# ---- head_sprite_fetch ----
### Routing congestion, head_sprite_fetch

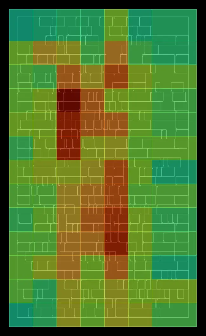

### src/rtl/head_sprite_fetch.sv
// Player-2 head sprite fetch: frame-latched position, hit test,
// ROM addressing and a three-stage colour-index pipeline.
module head_sprite_fetch #(
  parameter int             SPRITE_W        = 32,
  parameter int             SPRITE_H        = 32,
  parameter int             COORD_W         = 10,
  parameter int             ADDR_W          = 10,
  parameter logic [3:0]     TRANSPARENT_IDX = 4'h2
) (
  input  logic               Clk,
  input  logic               Reset_n,
  input  logic               frame_start,
  input  logic               sprite_en,
  input  logic [COORD_W-1:0] pos_x,
  input  logic [COORD_W-1:0] pos_y,
  input  logic               pixel_en,
  input  logic [COORD_W-1:0] draw_x,
  input  logic [COORD_W-1:0] draw_y,
  output logic [ADDR_W-1:0]  rom_addr,
  input  logic [3:0]         rom_data,
  output logic [3:0]         pix_index,
  output logic               pix_valid
);

  localparam int XB = $clog2(SPRITE_W);
  localparam int YB = $clog2(SPRITE_H);
  localparam logic [COORD_W:0] W_LIM = (COORD_W+1)'(SPRITE_W);
  localparam logic [COORD_W:0] H_LIM = (COORD_W+1)'(SPRITE_H);

  logic [COORD_W-1:0] lat_x;
  logic [COORD_W-1:0] lat_y;
  logic               lat_en;
  logic [COORD_W:0]   dx;
  logic [COORD_W:0]   dy;
  logic               hit;
  logic               hit1;
  logic               hit2;

  // Extra bit keeps a position near the coordinate max from wrapping.
  assign dx = {1'b0, draw_x} - {1'b0, lat_x};
  assign dy = {1'b0, draw_y} - {1'b0, lat_y};

  assign hit = lat_en & pixel_en
             & ~dx[COORD_W] & (dx < W_LIM)
             & ~dy[COORD_W] & (dy < H_LIM);

  always_ff @(posedge Clk or negedge Reset_n) begin
    if (!Reset_n) begin
      lat_x  <= '0;
      lat_y  <= '0;
      lat_en <= 1'b0;
    end else if (frame_start) begin
      lat_x  <= pos_x;
      lat_y  <= pos_y;
      lat_en <= sprite_en;
    end
  end

  always_ff @(posedge Clk or negedge Reset_n) begin
    if (!Reset_n) begin
      rom_addr  <= '0;
      hit1      <= 1'b0;
      hit2      <= 1'b0;
      pix_index <= 4'h0;
      pix_valid <= 1'b0;
    end else begin
      rom_addr  <= ADDR_W'({dy[YB-1:0], dx[XB-1:0]});
      hit1      <= hit;
      hit2      <= hit1;
      pix_index <= rom_data;
      pix_valid <= hit2 & (rom_data != TRANSPARENT_IDX);
    end
  end

endmodule
### config.mk
export PLATFORM = sky130hd
export DESIGN_NAME = head_sprite_fetch
export DESIGN_NICKNAME = d
export VERILOG_FILES = /design/src/rtl/head_sprite_fetch.sv
export SDC_FILE = /design/constraint.sdc
export NUM_CORES = 1
export LEC_CHECK = 0
export CORE_ASPECT_RATIO = 1.75
export CORE_MARGIN = 2
export CORE_UTILIZATION = 49
export CTS_BUF_LIST = sky130_fd_sc_hd__clkbuf_4
export CTS_CLUSTER_DIAMETER = 200
export CTS_CLUSTER_SIZE = 30
export DETAILED_ROUTE_END_ITERATION = 8
export PLACE_DENSITY_LB_ADDON = 0.12
export REMOVE_ABC_BUFFERS = 1
export SKIP_LAST_GASP = 1
export SYNTH_ARGS = -nofsm -noshare
export SYNTH_HDL_FRONTEND = slang
export SYNTH_SLANG_ARGS = --single-unit
### constraint.sdc
create_clock -name Clk -period 3.52 [get_ports Clk]
set_clock_uncertainty 0.15 [all_clocks]
set_input_delay 0.352 -clock Clk [delete_from_list [all_inputs] [get_ports Clk]]
set_output_delay 0.352 -clock Clk [all_outputs]
set_load 0.005 [all_outputs]
# ---- wts_channel_register ----
==> src/rtl/wts_channel_register.sv <==
// CPU-facing register file for the wave table sound generator: per-channel frequency,
// volume and enable, with readback, phase-reset pulses and a slot-multiplexed parameter stream.
module wts_channel_register #(
    parameter int NUM_CH = 5,
    parameter int FREQ_W = 12,
    parameter int VOL_W  = 4
) (
    input  logic              nreset,
    input  logic              clk,
    input  logic              wrreq,
    input  logic              rdreq,
    input  logic [7:0]        address,
    input  logic [7:0]        wrdata,
    output logic [7:0]        rddata,
    output logic              rdack,
    input  logic              slot_next,
    output logic [2:0]        slot,
    output logic [FREQ_W-1:0] slot_frequency,
    output logic [VOL_W-1:0]  slot_volume,
    output logic              slot_enable,
    output logic [NUM_CH-1:0] phase_reset
);
    localparam int         HI_W     = FREQ_W - 8;
    localparam logic [3:0] NUM_CH_L = 4'(NUM_CH);
    localparam logic [2:0] LAST_CH  = 3'(NUM_CH - 1);

    typedef enum logic {ST_IDLE = 1'b0, ST_STAGED = 1'b1} stage_st_t;

    logic [FREQ_W-1:0] freq_q [NUM_CH];
    logic [FREQ_W-1:0] freq_d [NUM_CH];
    logic [VOL_W-1:0]  vol_q  [NUM_CH];
    logic [VOL_W-1:0]  vol_d  [NUM_CH];
    logic [NUM_CH-1:0] en_q, en_d;
    logic [1:0]        mode_q, mode_d;
    logic [NUM_CH-1:0] pr_q, pr_d;
    stage_st_t         st_q, st_d;
    logic [2:0]        stage_ch_q, stage_ch_d;
    logic [7:0]        stage_data_q, stage_data_d;
    logic [7:0]        rddata_q;
    logic              rdack_q;
    logic [2:0]        cnt_q, slot_q;
    logic [FREQ_W-1:0] slot_freq_q;
    logic [VOL_W-1:0]  slot_vol_q;
    logic              slot_en_q;
    logic [7:0]        rd_s;
    logic              commit_s;

    logic [2:0] fch_s, vch_s;
    logic       is_flo_s, is_fhi_s, is_vol_s, is_mode_s, is_en_s, is_pr_s;

    assign fch_s     = address[3:1];
    assign vch_s     = address[2:0];
    assign is_flo_s  = (address[7:4] == 4'h0) && !address[0] && ({1'b0, fch_s} < NUM_CH_L);
    assign is_fhi_s  = (address[7:4] == 4'h0) &&  address[0] && ({1'b0, fch_s} < NUM_CH_L);
    assign is_vol_s  = (address[7:3] == 5'b00100) && ({1'b0, vch_s} < NUM_CH_L);
    assign is_mode_s = (address == 8'h2E);
    assign is_en_s   = (address == 8'h2F);
    assign is_pr_s   = (address == 8'h30);

    // Staging FSM next state: a locked low byte waits here for its high byte
    always_comb begin
        st_d         = st_q;
        stage_ch_d   = stage_ch_q;
        stage_data_d = stage_data_q;
        if (wrreq && is_mode_s && !wrdata[1]) begin
            st_d = ST_IDLE;
        end else if (wrreq && is_flo_s && mode_q[1]) begin
            st_d         = ST_STAGED;
            stage_ch_d   = fch_s;
            stage_data_d = wrdata;
        end else if (commit_s) begin
            st_d = ST_IDLE;
        end else begin
            st_d = st_q;
        end
    end

    // Staging FSM output: high-byte write to the staged channel also commits the low byte
    always_comb begin
        commit_s = 1'b0;
        if ((st_q == ST_STAGED) && (stage_ch_q == fch_s)) begin
            commit_s = wrreq && is_fhi_s;
        end else begin
            commit_s = 1'b0;
        end
    end

    // Register write decode and phase-reset trigger
    always_comb begin
        freq_d = freq_q;
        vol_d  = vol_q;
        en_d   = en_q;
        mode_d = mode_q;
        pr_d   = '0;
        if (wrreq) begin
            if (is_flo_s && !mode_q[1]) begin
                freq_d[fch_s][7:0] = wrdata;
            end else if (is_fhi_s) begin
                freq_d[fch_s][FREQ_W-1:8] = wrdata[HI_W-1:0];
                if (commit_s) begin
                    freq_d[fch_s][7:0] = stage_data_q;
                end else begin
                    freq_d[fch_s][7:0] = freq_q[fch_s][7:0];
                end
            end else if (is_vol_s) begin
                vol_d[vch_s] = wrdata[VOL_W-1:0];
            end else if (is_mode_s) begin
                mode_d = wrdata[1:0];
            end else if (is_en_s) begin
                en_d = wrdata[NUM_CH-1:0];
            end else if (is_pr_s) begin
                pr_d = wrdata[NUM_CH-1:0];
            end else begin
                mode_d = mode_q;
            end
            if ((is_flo_s || is_fhi_s) && mode_q[0]) begin
                pr_d[fch_s] = 1'b1;
            end else begin
                pr_d = pr_d;
            end
        end else begin
            pr_d = '0;
        end
    end

    // Readback mux; the staged byte is never visible
    always_comb begin
        rd_s = 8'h00;
        if (is_flo_s) begin
            rd_s = freq_q[fch_s][7:0];
        end else if (is_fhi_s) begin
            rd_s[HI_W-1:0] = freq_q[fch_s][FREQ_W-1:8];
        end else if (is_vol_s) begin
            rd_s[VOL_W-1:0] = vol_q[vch_s];
        end else if (is_mode_s) begin
            rd_s[1:0] = mode_q;
        end else if (is_en_s) begin
            rd_s[NUM_CH-1:0] = en_q;
        end else begin
            rd_s = 8'h00;
        end
    end

    // Register file, staging state and read port
    always_ff @(posedge clk or negedge nreset) begin
        if (!nreset) begin
            for (int i = 0; i < NUM_CH; i++) begin
                freq_q[i] <= '0;
                vol_q[i]  <= '0;
            end
            en_q         <= '0;
            mode_q       <= 2'b00;
            pr_q         <= '0;
            st_q         <= ST_IDLE;
            stage_ch_q   <= 3'd0;
            stage_data_q <= 8'h00;
            rddata_q     <= 8'h00;
            rdack_q      <= 1'b0;
        end else begin
            freq_q       <= freq_d;
            vol_q        <= vol_d;
            en_q         <= en_d;
            mode_q       <= mode_d;
            pr_q         <= pr_d;
            st_q         <= st_d;
            stage_ch_q   <= stage_ch_d;
            stage_data_q <= stage_data_d;
            rdack_q      <= rdreq;
            rddata_q     <= rdreq ? rd_s : rddata_q;
        end
    end

    // Slot counter and the registered parameter stream it selects
    always_ff @(posedge clk or negedge nreset) begin
        if (!nreset) begin
            cnt_q       <= 3'd0;
            slot_q      <= 3'd0;
            slot_freq_q <= '0;
            slot_vol_q  <= '0;
            slot_en_q   <= 1'b0;
        end else begin
            if (slot_next) begin
                cnt_q <= (cnt_q == LAST_CH) ? 3'd0 : cnt_q + 3'd1;
            end else begin
                cnt_q <= cnt_q;
            end
            slot_q      <= cnt_q;
            slot_freq_q <= freq_q[cnt_q];
            slot_vol_q  <= vol_q[cnt_q];
            slot_en_q   <= en_q[cnt_q];
        end
    end

    assign rddata         = rddata_q;
    assign rdack          = rdack_q;
    assign slot           = slot_q;
    assign slot_frequency = slot_freq_q;
    assign slot_volume    = slot_vol_q;
    assign slot_enable    = slot_en_q;
    assign phase_reset    = pr_q;

endmodule
==> config.mk <==
export PLATFORM = sky130hd
export DESIGN_NAME = wts_channel_register
export DESIGN_NICKNAME = d
export VERILOG_FILES = /design/src/rtl/wts_channel_register.sv
export SDC_FILE = /design/constraint.sdc
export NUM_CORES = 1
export LEC_CHECK = 0
export CAP_MARGIN = 40
export CORE_UTILIZATION = 50
export CTS_BUF_LIST = sky130_fd_sc_hd__clkbuf_16
export CTS_CLUSTER_DIAMETER = 50
export CTS_CLUSTER_SIZE = 28
export DETAILED_ROUTE_END_ITERATION = 10
export MAX_ROUTING_LAYER = met4
export PLACE_DENSITY = 0.7
export SETUP_SLACK_MARGIN = 0.05
export SLEW_MARGIN = 5
export SYNTH_ARGS = -nofsm -noshare
export SYNTH_HDL_FRONTEND = slang
export SYNTH_SLANG_ARGS = --single-unit
==> constraint.sdc <==
create_clock -name clk -period 4.8 [get_ports clk]
set_clock_uncertainty 0.15 [all_clocks]
set_input_delay 0.96 -clock clk [delete_from_list [all_inputs] [get_ports clk]]
set_output_delay 0.96 -clock clk [all_outputs]
set_load 0.05 [all_outputs]
# ---- contador_modular_flat ----
==> config.mk <==
export PLATFORM = sky130hd
export DESIGN_NAME = contador_modular_flat
export DESIGN_NICKNAME = d
export VERILOG_FILES = /design/src/rtl/contador_modular_pkg.sv /design/src/rtl/contador_modular_if.sv /design/src/rtl/contador_modular_mask_gen.sv /design/src/rtl/contador_modular.sv /design/src/flat_wrapper.sv
export SDC_FILE = /design/constraint.sdc
export NUM_CORES = 1
export LEC_CHECK = 0
export ABC_AREA = 1
export ABC_CLOCK_PERIOD_IN_PS = 1600
export CELL_PAD_IN_SITES_DETAIL_PLACEMENT = 2
export CELL_PAD_IN_SITES_GLOBAL_PLACEMENT = 2
export CORE_MARGIN = 2
export CORE_UTILIZATION = 31
export CTS_CLUSTER_SIZE = 20
export DETAILED_ROUTE_END_ITERATION = 10
export DONT_BUFFER_PORTS = 1
export PLACE_DENSITY_LB_ADDON = 0.3
export SETUP_SLACK_MARGIN = 0.2
export SLEW_MARGIN = 20
export SYNTH_ARGS = -nofsm -noshare
export SYNTH_HDL_FRONTEND = slang
export SYNTH_SLANG_ARGS = --single-unit
==> constraint.sdc <==
create_clock -name clk -period 1.6 [get_ports clk]
set_input_delay 0.32 -clock clk [delete_from_list [all_inputs] [get_ports clk]]
set_output_delay 0.32 -clock clk [all_outputs]
set_load 0.005 [all_outputs]
==> src/rtl/contador_modular_pkg.sv <==
// Shared types for the modular synchronous counter: counting modes and run/done states.
package contador_pkg;

  typedef enum logic [1:0] {
    M_WRAP    = 2'b00,
    M_SAT     = 2'b01,
    M_ONESHOT = 2'b10,
    M_RSV     = 2'b11
  } mode_t;

  typedef enum logic {
    ST_RUN  = 1'b0,
    ST_DONE = 1'b1
  } st_t;

endpackage

==> src/rtl/contador_modular_if.sv <==
// Control/status bundle of the modular counter; the counter is the slave side.
interface contador_modular_if #(
  parameter int WIDTH = 6
);
  localparam int CW = $clog2(WIDTH + 1);

  logic             ena;
  logic             dir;
  logic [1:0]       mode;
  logic [CW-1:0]    cant_ff;
  logic             clr;
  logic             load;
  logic [WIDTH-1:0] load_val;
  logic [WIDTH-1:0] num;
  logic             tc;
  logic             done;

  modport master (
    output ena, dir, mode, cant_ff, clr, load, load_val,
    input  num, tc, done
  );

  modport slave (
    input  ena, dir, mode, cant_ff, clr, load, load_val,
    output num, tc, done
  );
endinterface

==> src/rtl/contador_modular_mask_gen.sv <==
// Turns the requested active-bit count into a clamped low-order mask and an
// "all bits disabled" flag.
module contador_modular_mask_gen #(
  parameter int WIDTH = 6,
  parameter int CW    = $clog2(WIDTH + 1)
) (
  input  logic [CW-1:0]    cant_ff,
  output logic [WIDTH-1:0] max_mask,
  output logic             is_zero
);

  logic [CW-1:0] k_s;

  // Clamp k to WIDTH, then build the mask bit by bit so k=WIDTH=32 never overflows a shift.
  always_comb begin
    k_s      = cant_ff;
    max_mask = {WIDTH{1'b0}};
    if (cant_ff > CW'(WIDTH)) begin
      k_s = CW'(WIDTH);
    end else begin
      k_s = cant_ff;
    end
    for (int i = 0; i < WIDTH; i++) begin
      max_mask[i] = (i < int'(k_s));
    end
    is_zero = (k_s == {CW{1'b0}});
  end

endmodule

==> src/rtl/contador_modular.sv <==
// Parametrised synchronous up/down counter with active-bit selection, load, clear,
// wrap/saturate/one-shot modes and a registered terminal-count pulse.
module contador_modular
  import contador_pkg::*;
#(
  parameter int WIDTH = 6
) (
  input logic               clk,
  input logic               rst,
  contador_modular_if.slave bus
);

  localparam int CW = $clog2(WIDTH + 1);

  logic [WIDTH-1:0] num_r, num_s;
  logic             tc_r, tc_s;
  logic             done_r, done_s;
  st_t              st_r, st_s;
  logic [WIDTH-1:0] max_s, term_s, step_s;
  logic             zero_s;
  mode_t            mode_s;

  contador_modular_mask_gen #(.WIDTH(WIDTH), .CW(CW)) u_mask (
    .cant_ff  (bus.cant_ff),
    .max_mask (max_s),
    .is_zero  (zero_s)
  );

  assign mode_s = mode_t'(bus.mode);

  // Next-state: clr > load > done-exit > count > mask-fix; every path re-masks num.
  always_comb begin
    num_s  = num_r & max_s;
    tc_s   = 1'b0;
    done_s = done_r;
    st_s   = st_r;
    if (bus.dir) begin
      term_s = max_s;
      step_s = num_r + WIDTH'(1);
    end else begin
      term_s = {WIDTH{1'b0}};
      step_s = num_r - WIDTH'(1);
    end
    if (bus.clr) begin
      num_s  = {WIDTH{1'b0}};
      done_s = 1'b0;
      st_s   = ST_RUN;
    end else if (bus.load) begin
      num_s  = bus.load_val & max_s;
      done_s = 1'b0;
      st_s   = ST_RUN;
    end else if (st_r == ST_DONE) begin
      // Leaving one-shot mode releases the finished counter; ena is ignored here.
      if (mode_s != M_ONESHOT) begin
        st_s   = ST_RUN;
        done_s = 1'b0;
      end else begin
        st_s = ST_DONE;
      end
    end else if (bus.ena && !zero_s) begin
      if (num_r == term_s) begin
        case (mode_s)
          M_SAT: begin
            num_s = term_s;
          end
          M_ONESHOT: begin
            num_s  = term_s;
            st_s   = ST_DONE;
            done_s = 1'b1;
          end
          M_WRAP, M_RSV: begin
            num_s = bus.dir ? {WIDTH{1'b0}} : max_s;
          end
          default: begin
            num_s = bus.dir ? {WIDTH{1'b0}} : max_s;
          end
        endcase
      end else begin
        num_s = step_s & max_s;
        tc_s  = ((step_s & max_s) == term_s);
      end
    end else begin
      num_s = num_r & max_s;
    end
  end

  // State and output registers.
  always_ff @(posedge clk or negedge rst) begin
    if (!rst) begin
      num_r  <= {WIDTH{1'b0}};
      tc_r   <= 1'b0;
      done_r <= 1'b0;
      st_r   <= ST_RUN;
    end else begin
      num_r  <= num_s;
      tc_r   <= tc_s;
      done_r <= done_s;
      st_r   <= st_s;
    end
  end

  assign bus.num  = num_r;
  assign bus.tc   = tc_r;
  assign bus.done = done_r;

endmodule

==> src/flat_wrapper.sv <==
// flat-port wrapper written by rule: the top's interface ports become plain ports
module contador_modular_flat import contador_pkg::*;
#(
  parameter int WIDTH = 6
)
  (clk, rst, bus_ena, bus_dir, bus_mode, bus_cant_ff, bus_clr, bus_load, bus_load_val, bus_num, bus_tc, bus_done);
  contador_modular_if #(.WIDTH(WIDTH)) bus_i ();
  input logic clk;
  input logic rst;
  input wire logic [$bits(bus_i.ena)-1:0] bus_ena;
  input wire logic [$bits(bus_i.dir)-1:0] bus_dir;
  input wire logic [$bits(bus_i.mode)-1:0] bus_mode;
  input wire logic [$bits(bus_i.cant_ff)-1:0] bus_cant_ff;
  input wire logic [$bits(bus_i.clr)-1:0] bus_clr;
  input wire logic [$bits(bus_i.load)-1:0] bus_load;
  input wire logic [$bits(bus_i.load_val)-1:0] bus_load_val;
  output wire logic [$bits(bus_i.num)-1:0] bus_num;
  output wire logic [$bits(bus_i.tc)-1:0] bus_tc;
  output wire logic [$bits(bus_i.done)-1:0] bus_done;
  assign bus_i.ena = bus_ena;
  assign bus_i.dir = bus_dir;
  assign bus_i.mode = bus_mode;
  assign bus_i.cant_ff = bus_cant_ff;
  assign bus_i.clr = bus_clr;
  assign bus_i.load = bus_load;
  assign bus_i.load_val = bus_load_val;
  assign bus_num = bus_i.num;
  assign bus_tc = bus_i.tc;
  assign bus_done = bus_i.done;
  contador_modular #(.WIDTH(WIDTH)) u_core (.clk(clk), .rst(rst), .bus(bus_i));
endmodule
# ---- rob_commit ----
--- src/rtl/rob_commit.sv ---
// rob_commit: in-order completion buffer (reorder buffer).
//
// Allocates one entry per dispatched instruction, captures results from the
// common data bus out of order, and retires entries strictly in program
// order to the register file write port.  A flush discards every entry.
//
// Ports:
//   i_clock          system clock, rising edge
//   i_reset          synchronous, active-high reset (priority over flush)
//   i_flush          synchronous discard of all entries
//   i_alloc_req      dispatch requests one entry
//   i_alloc_dest     destination register of the dispatched instruction
//   i_alloc_wen      instruction writes a register
//   o_alloc_ack      combinational grant
//   o_alloc_tag      combinational tag of the granted entry (tail pointer)
//   i_cdb_valid      result broadcast valid
//   i_cdb_tag        entry the result belongs to
//   i_cdb_data       result value
//   o_commit_wen     registered register-file write enable
//   o_commit_waddr   registered register-file write address
//   o_commit_data    registered register-file write data
//   o_full           count == DEPTH
//   o_empty          count == 0
//   o_count          number of valid entries
//
// Build option: define ROB_BYPASS_EN to let the head entry retire on the
// same edge its CDB result arrives, taking the data straight off the bus.

module rob_commit #(
    parameter int DEPTH  = 8,
    parameter int TAG_W  = 3,
    parameter int DATA_W = 32,
    parameter int ADDR_W = 5
) (
    input  logic              i_clock,
    input  logic              i_reset,
    input  logic              i_flush,
    input  logic              i_alloc_req,
    input  logic [ADDR_W-1:0] i_alloc_dest,
    input  logic              i_alloc_wen,
    output logic              o_alloc_ack,
    output logic [TAG_W-1:0]  o_alloc_tag,
    input  logic              i_cdb_valid,
    input  logic [TAG_W-1:0]  i_cdb_tag,
    input  logic [DATA_W-1:0] i_cdb_data,
    output logic              o_commit_wen,
    output logic [ADDR_W-1:0] o_commit_waddr,
    output logic [DATA_W-1:0] o_commit_data,
    output logic              o_full,
    output logic              o_empty,
    output logic [TAG_W:0]    o_count
);

    localparam logic [TAG_W:0] LP_DEPTH = (TAG_W+1)'(DEPTH);

    logic [DEPTH-1:0]  r_valid;
    logic [DEPTH-1:0]  r_ready;
    logic [DEPTH-1:0]  r_wen;
    logic [ADDR_W-1:0] r_dest [DEPTH];
    logic [DATA_W-1:0] r_data [DEPTH];

    logic [TAG_W-1:0]  r_head;
    logic [TAG_W-1:0]  r_tail;
    logic [TAG_W:0]    r_count;

    logic              r_commit_wen;
    logic [ADDR_W-1:0] r_commit_waddr;
    logic [DATA_W-1:0] r_commit_data;

    logic              w_full;
    logic              w_empty;
    logic              w_alloc;
    logic              w_cdb_hit;
    logic              w_commit;
    logic [DATA_W-1:0] w_commit_data;
    logic [ADDR_W-1:0] w_head_dest;
    logic              w_head_wen;

    assign w_full  = (r_count == LP_DEPTH);
    assign w_empty = (r_count == '0);

    // Full is judged on the current count only; a commit freeing a slot in
    // the same cycle does not open the door for an allocation.
    assign w_alloc = i_alloc_req & ~w_full & ~i_flush & ~i_reset;

    // Validity is taken from the start of the cycle, so a result aimed at
    // the slot being allocated right now is dropped.
    assign w_cdb_hit = i_cdb_valid & r_valid[i_cdb_tag];

    assign w_head_dest = r_dest[r_head];
    assign w_head_wen  = r_wen[r_head];

`ifdef ROB_BYPASS_EN
    logic w_cdb_head;
    assign w_cdb_head    = i_cdb_valid & (i_cdb_tag == r_head);
    assign w_commit      = r_valid[r_head] & (r_ready[r_head] | w_cdb_head);
    assign w_commit_data = w_cdb_head ? i_cdb_data : r_data[r_head];
`else
    assign w_commit      = r_valid[r_head] & r_ready[r_head];
    assign w_commit_data = r_data[r_head];
`endif

    always_ff @(posedge i_clock) begin
        if (i_reset) begin
            r_valid        <= '0;
            r_ready        <= '0;
            r_head         <= '0;
            r_tail         <= '0;
            r_count        <= '0;
            r_commit_wen   <= 1'b0;
            r_commit_waddr <= '0;
            r_commit_data  <= '0;
        end else if (i_flush) begin
            r_valid      <= '0;
            r_ready      <= '0;
            r_head       <= '0;
            r_tail       <= '0;
            r_count      <= '0;
            r_commit_wen <= 1'b0;
        end else begin
            if (w_cdb_hit) begin
                r_data[i_cdb_tag]  <= i_cdb_data;
                r_ready[i_cdb_tag] <= 1'b1;
            end

            // Placed after the CDB write so a late result to the retiring
            // head cannot leave a stale ready bit behind.
            if (w_commit) begin
                r_valid[r_head] <= 1'b0;
                r_ready[r_head] <= 1'b0;
                r_head          <= r_head + 1'b1;
                r_commit_wen    <= w_head_wen & (w_head_dest != '0);
                r_commit_waddr  <= w_head_dest;
                r_commit_data   <= w_commit_data;
            end else begin
                r_commit_wen <= 1'b0;
            end

            // Tail can only equal head here when the buffer is empty, so the
            // slot being allocated is never the one being retired.
            if (w_alloc) begin
                r_valid[r_tail] <= 1'b1;
                r_ready[r_tail] <= 1'b0;
                r_wen[r_tail]   <= i_alloc_wen;
                r_dest[r_tail]  <= i_alloc_dest;
                r_tail          <= r_tail + 1'b1;
            end

            case ({w_alloc, w_commit})
                2'b10:   r_count <= r_count + 1'b1;
                2'b01:   r_count <= r_count - 1'b1;
                default: r_count <= r_count;
            endcase
        end
    end

    assign o_alloc_ack    = w_alloc;
    assign o_alloc_tag    = r_tail;
    assign o_commit_wen   = r_commit_wen;
    assign o_commit_waddr = r_commit_waddr;
    assign o_commit_data  = r_commit_data;
    assign o_full         = w_full;
    assign o_empty        = w_empty;
    assign o_count        = r_count;

endmodule

--- config.mk ---
export PLATFORM = sky130hd
export DESIGN_NAME = rob_commit
export DESIGN_NICKNAME = d
export VERILOG_FILES = /design/src/rtl/rob_commit.sv
export SDC_FILE = /design/constraint.sdc
export NUM_CORES = 1
export LEC_CHECK = 0
export CORE_ASPECT_RATIO = 2
export CORE_MARGIN = 1
export CORE_UTILIZATION = 45
export CTS_BUF_LIST = sky130_fd_sc_hd__clkbuf_4 sky130_fd_sc_hd__clkbuf_8
export CTS_CLUSTER_SIZE = 14
export DETAILED_ROUTE_END_ITERATION = 7
export MAX_ROUTING_LAYER = met4
export PLACE_DENSITY = 0.66
export SYNTH_ARGS = -nofsm -noshare
export SYNTH_HDL_FRONTEND = slang
export SYNTH_SLANG_ARGS = --single-unit
--- constraint.sdc ---
create_clock -name i_clock -period 3.75 [get_ports i_clock]
set_input_delay 0.375 -clock i_clock [delete_from_list [all_inputs] [get_ports i_clock]]
set_output_delay 0.375 -clock i_clock [all_outputs]
set_load 0.1 [all_outputs]

==> screenshots <==
Clock distribution.
panel A
Scale: 3 px per µm.
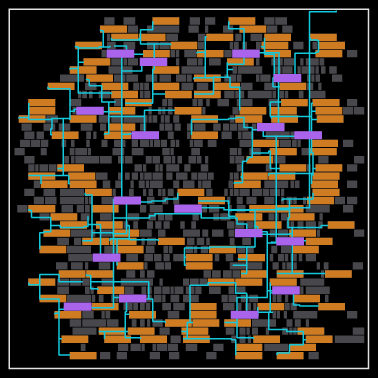
panel B
Scale: 6 px per µm.
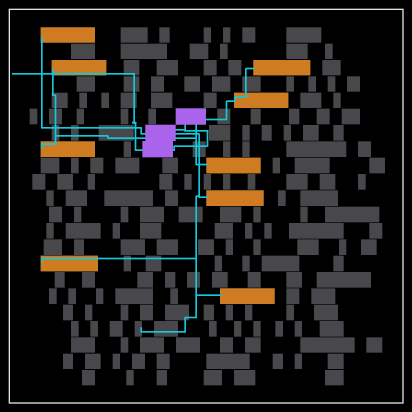
panel C
Scale: 2 px per µm.
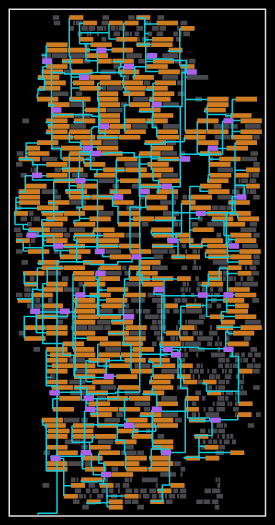
panel D
Scale: 6 px per µm.
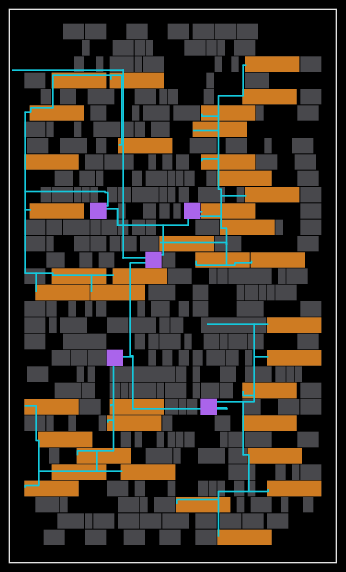
contador_modular_flat is panel B.
rob_commit is panel C.
head_sprite_fetch is panel D.
wts_channel_register is panel A.
Of these, most sequential cells: panel C
Of these, fewest sequential cells: panel B

### Placement by cell class, rob_commit

Scale: 2 px per µm. Fill, decap, tap and diode cells in gray.
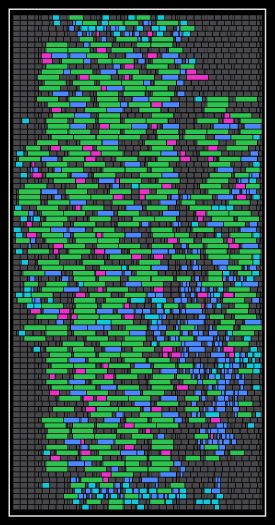
color	class	cells
blue	combinational and other logic	333
green	sequential cells	371
cyan	remaining buffers and delay cells	117
magenta	clock drivers and dummy loads	90
Rows: 91
final instance area: 0.0168 mm²
flop share of the area: 62.4%
Finished Core Util: 54.4%

==> flow_metrics.env, rob_commit <==
# yosys + openroad results
export IMPL_synth_top_cell_area_share_pct=64.6
export IMPL_tns_ps=0
export IMPL_cp_end_kind="output port"
export IMPL_drc_errors=0
export IMPL_switching_share_pct=19.8
export IMPL_dp_cells=1239
export IMPL_grt_use_met2_pct=36.1
export IMPL_max_freq_mhz=360
export IMPL_ys_cells=746
export IMPL_outcome="completed"
export IMPL_path_class="flip-flop to output port"
export IMPL_grt_most_used_layer="met2"
export IMPL_tap_cell_count=418
export IMPL_core_area_mm2=0.0309
export IMPL_comb_share_pct=21.1
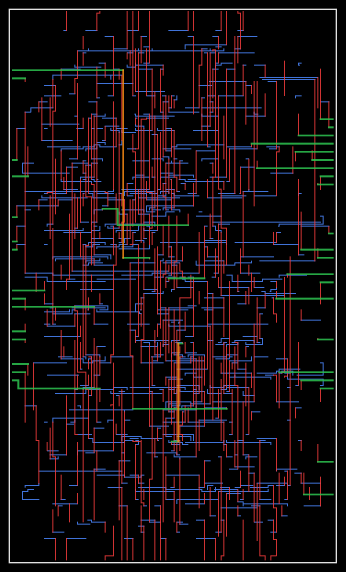
*Routed metal, one color a layer, head_sprite_fetch*
Scale: 6 px per µm.
color	layer	wire length
red	metal 2	2560 µm
green	metal 3	219 µm
blue	metal 1	1640 µm
orange	metal 4	47.6 µm
GRT Total Usage: 20.9%
Vias: 1839
drt wl/cell: 12.8 µm
Post-Route WL: 4470 µm

## Picture notes: 'Routing congestion' of head_sprite_fetch
met3 usage: 4.56%
met1 Track Usage GR: 21.9%
Finished Core Util: 68.6%

==> flow_metrics.env, head_sprite_fetch <==
# yosys + openroad results
export IMPL_die_w_um=54.3
export IMPL_drtIter0Drc=16
export IMPL_ant_nets=0
export IMPL_cp_endpoint="hit1"
export IMPL_drt_pass1_iterations=4
export IMPL_edf_count=0
export IMPL_cp_arrival_ps=2980
export IMPL_tightest_slew_ps=813
export IMPL_outcome="completed"
export IMPL_xor_share_pct=2.83
export IMPL_syn_inst=227
export IMPL_synth_flops=38
export IMPL_setup_viol=0
export IMPL_totalPowerFinal_mw=1.25
export IMPL_seq_area_share_pct=32.0
export IMPL_ys_cells=227
export IMPL_switching_share_pct=26.8
export IMPL_period_minus_slack_ps=2850
export IMPL_highest_layer="met4"
export IMPL_whs_path_depth=0
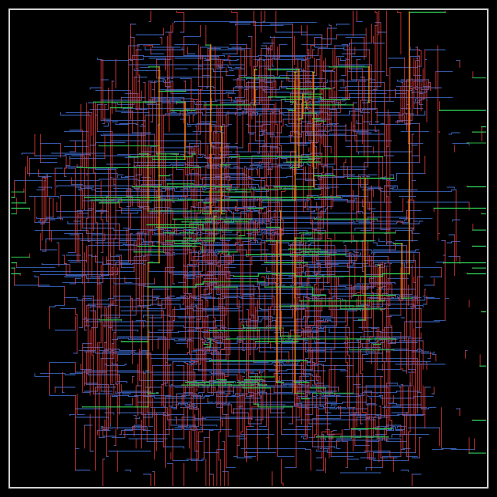
*Routed metal, one color a layer, wts_channel_register*
Scale: 4 px per µm.
color	layer	wire length
green	metal 3	1310 µm
blue	metal 1	7880 µm
orange	metal 4	522 µm
red	metal 2	8860 µm
Vias: 5354
drt wl/cell: 21.9 µm
Post-Route WL: 18600 µm
GRT Total Usage: 28.8%

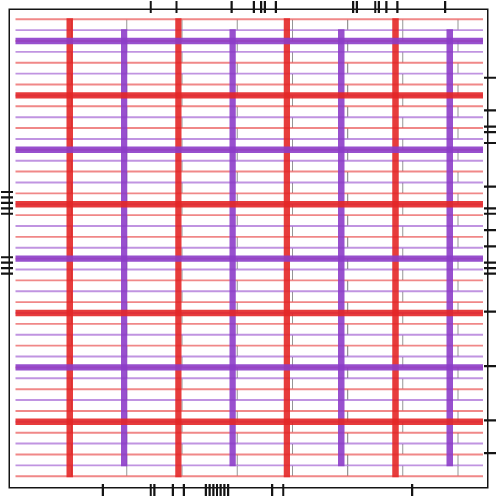
*Supply network, wts_channel_register*
Scale: 4 px per µm. Pins as bars on the die edge. Tap cells in gray.
color	net
purple	VDD
red	VSS
signal pins	55
rows	42

==> flow_metrics.env, wts_channel_register <==
# yosys + openroad results
export IMPL_outcome="completed"
export IMPL_cp_slowest_cell="clkdlybuf4s50_1"
export IMPL_via_per_inst=6.32
export IMPL_fin_util_pct=61.5
export IMPL_cts_num_sinks=136
export IMPL_rsz0062_at_grt="no"
export IMPL_dp_cells=815
export IMPL_ff2ff_path_depth=3
export IMPL_seq_cell_count=136
export IMPL_layout_top_cell="dfrtp_1"
export IMPL_seq_area_share_pct=41.5
export IMPL_drc_errors=0
export IMPL_ys_sh_aoi_pct=12.1
export IMPL_cpPeakStageDelay_ps=820
export IMPL_p_sw_mw=0.935
export IMPL_crit_family="buffers and inverters"
export IMPL_rows=42
export IMPL_die_w_um=119
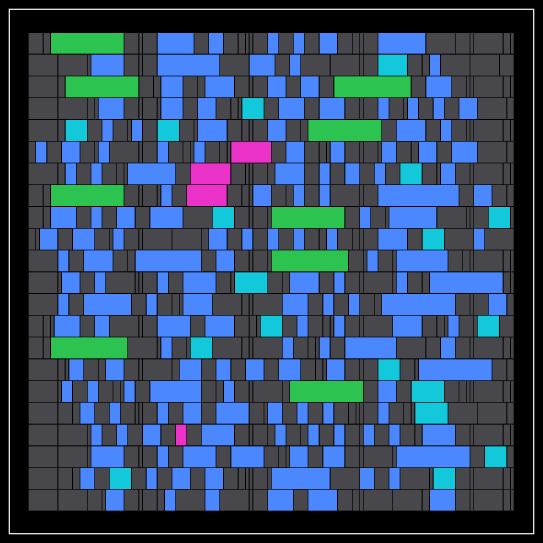
*Placement by cell class, contador_modular_flat*
Scale: 8 px per µm. Fill, decap, tap and diode cells in gray.
color	class	cells
green	sequential cells	9
blue	combinational and other logic	160
cyan	remaining buffers and delay cells	18
magenta	clock drivers and dummy loads	4

==> flow_metrics.env, contador_modular_flat <==
# yosys + openroad results
export IMPL_outcome="finished with violations"
export IMPL_violations="setup timing"
export IMPL_avgSynthCellArea_um2=6.87
export IMPL_timing_final_hold_violations=0
export IMPL_finalMaxSlewViolations=0
export IMPL_setup_viol=8
export IMPL_crit_family="simple AND/OR/NAND/NOR gates"
export IMPL_htree_num_levels=1
export IMPL_cts_hold_buf=1
export IMPL_largest_area_cell="dfrtp_1"
export IMPL_fa_ha_area_share_pct=7.07
export IMPL_whs_endpoint="u_core.bus.tc"
export IMPL_grt_util_met1_pct=28.1
export IMPL_ys_top_logic_family="simple AND/OR/NAND/NOR gates"
export IMPL_path_class="flip-flop to flip-flop"
export IMPL_fin_ws_ps=-168
export IMPL_ys_sh_aoi_pct=18.6
export IMPL_powerClk_mw=0.301
export IMPL_powerComb_mw=0.606
export IMPL_clk_insertion_delay_late_ps=250


==> notes/layouts.md <==
Pictures saved along the way, in no particular order.

Routing congestion.
(a)
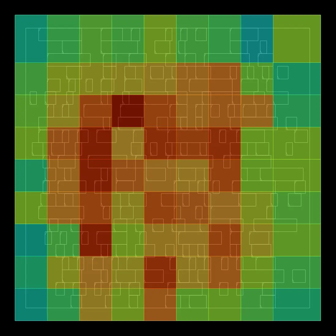
(b)
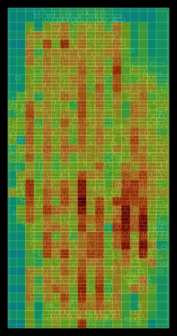
(c)
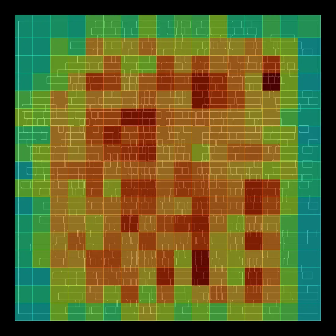
- lowest track usage: (b)
(b) -> rob_commit
(a) -> contador_modular_flat
(c) -> wts_channel_register


==> screenshots <==
Supply network.
Plate I
Scale: 6 px per µm. Pins as bars on the die edge. Tap cells in gray.
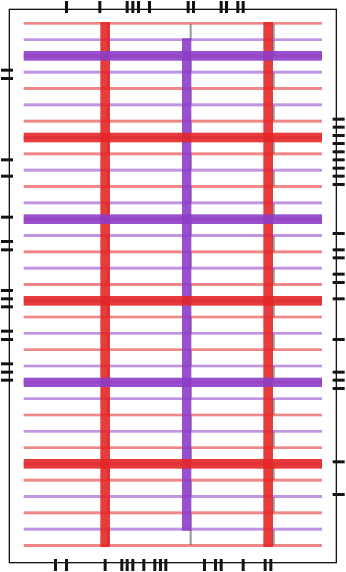
Plate II
Scale: 2 px per µm. Pins as bars on the die edge. Tap cells in gray.
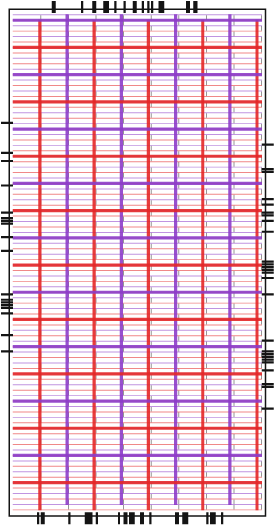
Plate III
Scale: 8 px per µm. Pins as bars on the die edge. Tap cells in gray.
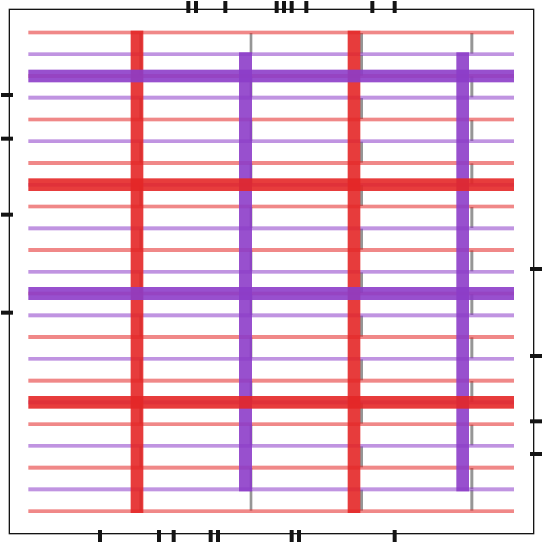
For rob_commit, see Plate II.
For head_sprite_fetch, see Plate I.
For contador_modular_flat, see Plate III.
Of these, fewest pins: Plate III

